######## block 1 ########
block_1/layers.png
Bar = 10 µm.
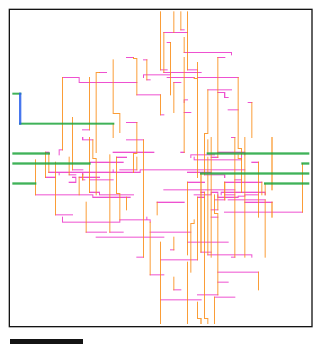

===== src/rtl/bus_dispatch_ctrl_pkg.sv =====
// Shared types and constants for the bus dispatch controller: FSM state encoding,
// slave-select decode values and the default word width.
package bus_dispatch_ctrl_pkg;

  localparam int DATA_W_DEF = 16;

  typedef enum logic [2:0] {
    IDLE  = 3'd0,
    LOAD1 = 3'd1,
    SEL1  = 3'd2,
    LOAD2 = 3'd3,
    SEL2  = 3'd4
  } state_t;

  localparam logic [2:0] DEC_HSEL0 = 3'b001;
  localparam logic [2:0] DEC_HSEL1 = 3'b010;
  localparam logic [2:0] DEC_HSEL2 = 3'b011;

endpackage


===== src/rtl/bus_dispatch_fsm.sv =====
// Free-running load/select sequencer: IDLE -> LOAD1 -> SEL1 -> LOAD2 -> SEL2 -> LOAD1.
// The Moore outputs are registered alongside the state, so they change on the same edge.
module bus_dispatch_fsm
  import bus_dispatch_ctrl_pkg::*;
(
  input  logic   clk,
  input  logic   rst,
  output state_t o_state,
  output logic   o_sel1,
  output logic   o_sel2,
  output logic   o_mux1
);

  state_t r_state;
  logic   r_sel1;
  logic   r_sel2;
  logic   r_mux1;

  // Each branch loads the next state and the outputs that belong to that next state.
  always_ff @(posedge clk or negedge rst) begin
    if (!rst) begin
      r_state <= IDLE;
      r_sel1  <= 1'b0;
      r_sel2  <= 1'b0;
      r_mux1  <= 1'b0;
    end else begin
      case (r_state)
        IDLE, SEL2: begin
          r_state <= LOAD1;
          r_sel1  <= 1'b1;
          r_sel2  <= 1'b0;
          r_mux1  <= 1'b0;
        end
        LOAD1: begin
          r_state <= SEL1;
          r_sel1  <= 1'b0;
          r_sel2  <= 1'b0;
          r_mux1  <= 1'b0;
        end
        SEL1: begin
          r_state <= LOAD2;
          r_sel1  <= 1'b0;
          r_sel2  <= 1'b1;
          r_mux1  <= 1'b0;
        end
        LOAD2: begin
          r_state <= SEL2;
          r_sel1  <= 1'b0;
          r_sel2  <= 1'b0;
          r_mux1  <= 1'b1;
        end
        default: begin
          r_state <= IDLE;
          r_sel1  <= 1'b0;
          r_sel2  <= 1'b0;
          r_mux1  <= 1'b0;
        end
      endcase
    end
  end

  assign o_state = r_state;
  assign o_sel1  = r_sel1;
  assign o_sel2  = r_sel2;
  assign o_mux1  = r_mux1;

endmodule


===== src/rtl/bus_dispatch_ctrl.sv =====
// Two-source bus dispatcher: alternately captures a word from each source and decodes
// its select field onto one of three slave selects during the following select cycle.
module bus_dispatch_ctrl
  import bus_dispatch_ctrl_pkg::*;
#(
  parameter int DATA_W  = DATA_W_DEF,
  parameter int DEC_MSB = 15
) (
  input  logic              clk,
  input  logic              rst,
  input  logic [DATA_W-1:0] data_in1,
  input  logic [DATA_W-1:0] data_in2,
  output logic              hsel_0,
  output logic              hsel_1,
  output logic              hsel_2,
  output logic              sel1,
  output logic              sel2,
  output logic              mux1,
  output state_t            o_state_dbg
);

  state_t            w_state;
  logic              w_sel1;
  logic              w_sel2;
  logic              w_mux1;
  logic [DATA_W-1:0] r_hold1;
  logic [DATA_W-1:0] r_hold2;
  logic [DATA_W-1:0] w_mux;
  logic [2:0]        w_field;
  logic              w_sel_phase;
  logic              w_unused;

  bus_dispatch_fsm u_fsm (
    .clk     (clk),
    .rst     (rst),
    .o_state (w_state),
    .o_sel1  (w_sel1),
    .o_sel2  (w_sel2),
    .o_mux1  (w_mux1)
  );

  // Inputs are only sampled on a load cycle, so X/Z elsewhere never reaches the decoder.
  always_ff @(posedge clk or negedge rst) begin
    if (!rst) begin
      r_hold1 <= '0;
      r_hold2 <= '0;
    end else begin
      if (w_sel1) r_hold1 <= data_in1;
      if (w_sel2) r_hold2 <= data_in2;
    end
  end

  assign w_mux       = w_mux1 ? r_hold2 : r_hold1;
  assign w_field     = w_mux[DEC_MSB -: 3];
  assign w_sel_phase = (w_state == SEL1) || (w_state == SEL2);
  assign w_unused    = ^w_mux;

  assign hsel_0      = w_sel_phase && (w_field == DEC_HSEL0);
  assign hsel_1      = w_sel_phase && (w_field == DEC_HSEL1);
  assign hsel_2      = w_sel_phase && (w_field == DEC_HSEL2);
  assign sel1        = w_sel1;
  assign sel2        = w_sel2;
  assign mux1        = w_mux1;
  assign o_state_dbg = w_state;

endmodule


===== config.mk =====
export PLATFORM = sky130hd
export DESIGN_NAME = bus_dispatch_ctrl
export DESIGN_NICKNAME = d
export VERILOG_FILES = /design/src/rtl/bus_dispatch_ctrl_pkg.sv /design/src/rtl/bus_dispatch_fsm.sv /design/src/rtl/bus_dispatch_ctrl.sv
export SDC_FILE = /design/constraint.sdc
export NUM_CORES = 1
export LEC_CHECK = 0
export CORE_AREA = 2 2 39 41
export CTS_CLUSTER_DIAMETER = 60
export DETAILED_ROUTE_END_ITERATION = 16
export DIE_AREA = 0 0 41 43
export DONT_BUFFER_PORTS = 1
export PLACE_DENSITY = 0.61
export REMOVE_ABC_BUFFERS = 1
export SLEW_MARGIN = 20
export SYNTH_ARGS = -nofsm -noshare
export SYNTH_HDL_FRONTEND = slang
export SYNTH_SLANG_ARGS = --single-unit

===== constraint.sdc =====
create_clock -name clk -period 1.7 [get_ports clk]
set_input_delay 0.255 -clock clk [delete_from_list [all_inputs] [get_ports clk]]
set_output_delay 0.255 -clock clk [all_outputs]
set_load 0.01 [all_outputs]

######## block 2 ########
`src/rtl/dlf_kcnt.sv`:
```
// K-counter loop filter for the DPLL: accumulates lead/lag decisions and issues
// one-cycle add/sub pulses to the DCO when the count reaches a loadable modulus.
module dlf_kcnt #(
  parameter int KW        = 8,
  parameter int K_DEFAULT = 16,
  parameter int MODE      = 0
) (
  input  logic                 clk,
  input  logic                 rst,
  input  logic                 en,
  input  logic                 dir,
  input  logic                 clr,
  input  logic                 k_load,
  input  logic [KW-1:0]        k_val,
  output logic                 add,
  output logic                 sub,
  output logic signed [KW:0]   level
);

  localparam logic [KW-1:0] K_RST = KW'(K_DEFAULT);
  localparam logic [KW-1:0] UONE  = KW'(1);

  logic [KW-1:0] k_q, k_d;
  logic [KW-1:0] kmax;
  logic          flush;
  logic          add_q, add_d;
  logic          sub_q, sub_d;

  // A zero modulus would never terminate, so it is promoted to 1.
  always_comb begin
    k_d = k_q;
    if (k_load) k_d = (k_val == '0) ? UONE : k_val;
  end

  assign kmax  = k_q - UONE;
  assign flush = k_load | clr;

  always_ff @(posedge clk) begin
    if (rst) begin
      k_q   <= K_RST;
      add_q <= 1'b0;
      sub_q <= 1'b0;
    end else begin
      k_q   <= k_d;
      add_q <= add_d;
      sub_q <= sub_d;
    end
  end

  assign add = add_q;
  assign sub = sub_q;

  generate
    if (MODE == 0) begin : g_bidir
      localparam logic signed [KW:0] SONE = (KW+1)'(1);
      logic signed [KW:0] cnt_q, cnt_d;
      logic signed [KW:0] pos_lim, neg_lim;

      assign pos_lim = $signed({1'b0, kmax});
      assign neg_lim = -pos_lim;

      // Lead and lag share one counter, so opposing decisions cancel.
      always_comb begin
        cnt_d = cnt_q;
        add_d = 1'b0;
        sub_d = 1'b0;
        if (flush) begin
          cnt_d = '0;
        end else if (en) begin
          if (dir) begin
            if (cnt_q == pos_lim) begin
              cnt_d = '0;
              add_d = 1'b1;
            end else begin
              cnt_d = cnt_q + SONE;
            end
          end else begin
            if (cnt_q == neg_lim) begin
              cnt_d = '0;
              sub_d = 1'b1;
            end else begin
              cnt_d = cnt_q - SONE;
            end
          end
        end
      end

      always_ff @(posedge clk) begin
        if (rst) cnt_q <= '0;
        else     cnt_q <= cnt_d;
      end

      assign level = cnt_q;
    end else begin : g_dual
      logic [KW-1:0] up_q, up_d;
      logic [KW-1:0] dn_q, dn_d;

      // Independent up and down counters; each only advances on its own direction.
      always_comb begin
        up_d  = up_q;
        dn_d  = dn_q;
        add_d = 1'b0;
        sub_d = 1'b0;
        if (flush) begin
          up_d = '0;
          dn_d = '0;
        end else if (en) begin
          if (dir) begin
            if (up_q == kmax) begin
              up_d  = '0;
              add_d = 1'b1;
            end else begin
              up_d = up_q + UONE;
            end
          end else begin
            if (dn_q == kmax) begin
              dn_d  = '0;
              sub_d = 1'b1;
            end else begin
              dn_d = dn_q + UONE;
            end
          end
        end
      end

      always_ff @(posedge clk) begin
        if (rst) begin
          up_q <= '0;
          dn_q <= '0;
        end else begin
          up_q <= up_d;
          dn_q <= dn_d;
        end
      end

      assign level = $signed({1'b0, up_q}) - $signed({1'b0, dn_q});
    end
  endgenerate

endmodule

```
`config.mk`:
```
export PLATFORM = sky130hd
export DESIGN_NAME = dlf_kcnt
export DESIGN_NICKNAME = d
export VERILOG_FILES = /design/src/rtl/dlf_kcnt.sv
export SDC_FILE = /design/constraint.sdc
export NUM_CORES = 1
export LEC_CHECK = 0
export ABC_AREA = 1
export CORE_MARGIN = 5
export CORE_UTILIZATION = 55
export CTS_CLUSTER_DIAMETER = 120
export DETAILED_ROUTE_END_ITERATION = 16
export PLACE_DENSITY = 0.81
export SLEW_MARGIN = 20
export SYNTH_ARGS = -nofsm -noshare
export SYNTH_HDL_FRONTEND = slang
export SYNTH_SLANG_ARGS = --single-unit
```
`constraint.sdc`:
```
create_clock -name clk -period 2.3 [get_ports clk]
set_input_delay 0.345 -clock clk [delete_from_list [all_inputs] [get_ports clk]]
set_output_delay 0.345 -clock clk [all_outputs]
set_load 0.005 [all_outputs]
```
block_2/route_heat.png
Bar = 20 µm. 13 x 13 tiles, from dark blue (low) to red (high), scaled to the fullest tile. Values are wire area over tile area, all layers added.
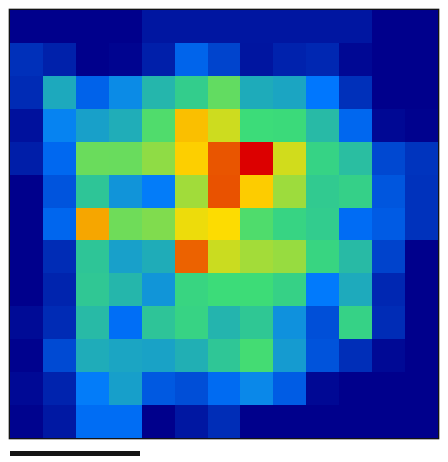
densest ninth of the die = center
mean over tiles = 0.15
nearly empty tiles = 23%
emptiest ninth of the die = lower right
fullest tile = 0.55
tiles over half the peak = 16%
WL/cell: 11.7 µm
Total GRT Usage: 0.210
final wirelength: 4080 µm

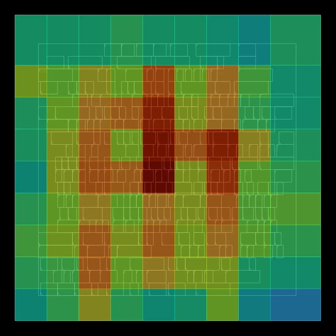
block_2/congestion_map.png
global routing usage on met1: 0.298
post-layout util: 0.672
grt met3 use: 0.0204

==> impl_metrics.yaml, block 2 <==
# yosys + openroad results
pwr:
  clockPowerShare: 0.211
  p_comb_frac: 0.343
  peakVddDrop_v: 0.000250
  switching_power_uw: 295
yosys:
  ys_sh_simple: 0.459
  ys_warn_count: 0
  ys_top_cells_by_area: "dfxtp_1, nand2_1, nand3_1, inv_1, xor2_1"
  ys_ff: 19
  compound_area_frac: 0.119
  ys_types: 28
layout:
  combGateArea_mm2: 0.00117
  area_growth_pct: 17.8
critical_path:
  crit_chain: "inv_4, ha_2, inv_1, nand2_1, nand2_1, nor2_1, nand3_1, nor2_1, nand2_1, nor2_2, nand2_2, nand3_1, nand2_1, a21oi_2, nor2_1"
  r2r_setup_slack_ns: 0.22
  worstPathMaxFanout: 9
  critPathCapture: "level[7]$_SDFFE_PP0P_"
run_status:
  status: "complete, no violations"
route:
  route.detailed.drc: 0
  first_pass_iters: 6
global_routing:
  grt_pass1_wl_um: 7340
clock_tree:
  h-tree-depth: 1
  clock-sinks: 19
sta:
  max_slew.worst_pin.slew_ns: 0.400
  slew_viol_final: 0
  final-hold-violation-count: 0
placed_design:
  dpl.hpwl_um: 3230
floorplanning:
  die_h_um: 66.1
[block 2: layer usage]
| metal | wire, µm | up-vias |
|---|---|---|
| met5 | 0 | - |
| met1 | 2010 | 795 |
| met2 | 1850 | 40 |
| met3 | 164 | 8 |
| met4 | 45 | 0 |
| li1 | - | 959 |
[block 2: power groups by stage]
stage	sequential, µW	clock, µW	combinational (µW)
2_1_floorplan	365	0	207
3_3_place_gp	370	0	268
3_5_place_dp	370	0	272
4_1_cts	363	180	275
5_1_grt	366	195	318
6_report	363	171	279
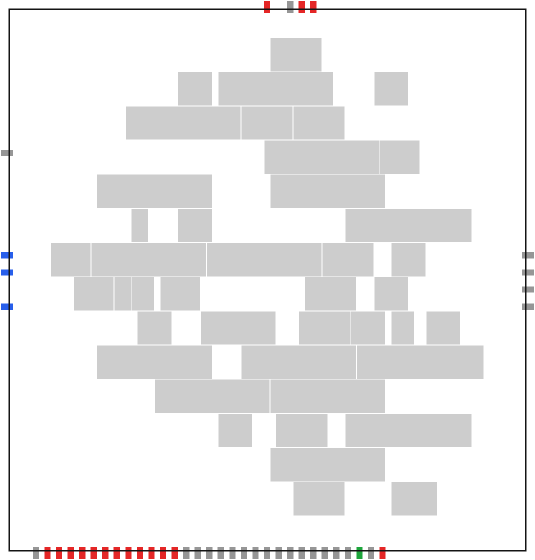
block_1/pinout.png
Pins as bars across the die edge, other pins in gray.
green -> rst  # pins 1, direction input, edge bottom
blue -> o_state_dbg  # pins 3, direction output, edge left
red -> data_in1  # pins 16, direction input, edge 13 bottom, 3 top

Notes on block_1/layers.png above:
blue -> M4  # wire length 4.10 µm
orange -> M2  # wire length 477 µm
magenta -> M1  # wire length 305 µm
green -> M3  # wire length 66.7 µm
final wirelength: 852 µm
WL/cell: 14.7 µm
Total GRT Usage: 0.127
Vias: 313

==> impl_metrics.yaml, block 1 <==
# yosys + openroad results
route:
  drt_iter0_drc: 3
  routed-wl-met2_um: 476
  vias_per_cell: 5.40
critical_path:
  worstPathMaxFanout: 4
  r2r_start: "u_fsm.o_state[0]$_DFF_PN0_"
run_status:
  violations: "setup timing"
  status: "finished, violations left"
sta:
  finalSetupViolations: 2
  max_slew.worst_pin.slew_ns: 0.544
  fin_ws_ns: -0.0188
yosys:
  ys_ff: 12
  synth_xor_xnor_area_share: 0.0329
  ys_types: 12
pwr:
  p_seq_uw: 298
  clk-power_uw: 158
global_routing:
  grtUsageMet2: 0.178
  gr-usage-met1: 0.144
  grt_max_degree: 13
floorplanning:
  fp_util: 0.384
  die_h_um: 43
placed_design:
  dp.cells: 53
layout:
  seq_area_um2: 300
clock_tree:
  cts-resized-gates: 5
## block 1: worst max-delay path, cell delays in order, from the launching register on
cell and delay [ns]:
dfrtp_1 0.40, or3b_4 0.42, a2111oi_4 0.39
## block 1: worst paths after layout
check                                             endpoint
worst max-delay path                                hsel_0
worst min-delay path               r_hold2[15]$_DFFE_PN0P_
worst max register to register  u_fsm.o_state[1]$_DFF_PN0_
worst min register to register     r_hold1[15]$_DFFE_PN0P_
max in group asynchronous          r_hold1[15]$_DFFE_PN0P_
min in group asynchronous          r_hold2[14]$_DFFE_PN0P_

==> gallery <==
Cell classes on the final placement.
panel A
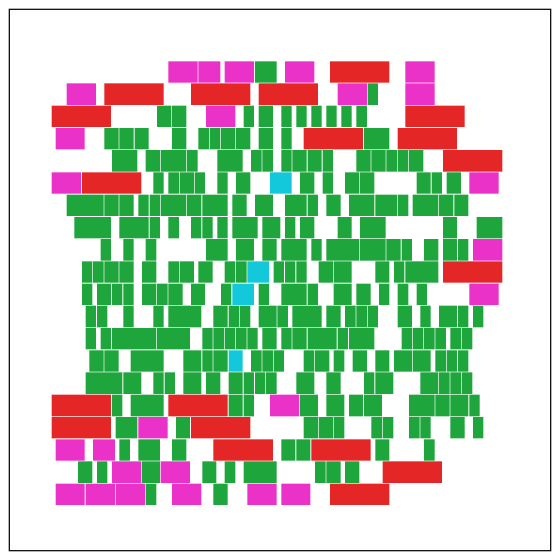
panel B
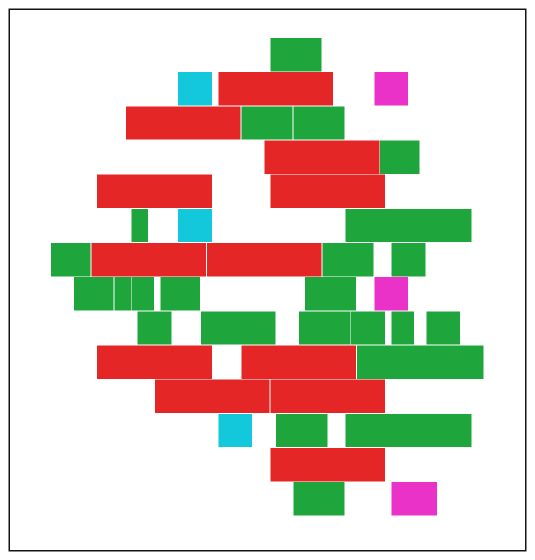
- block 2 = panel A
- block 1 = panel B


Power is estimated from default activity; no workload was simulated.
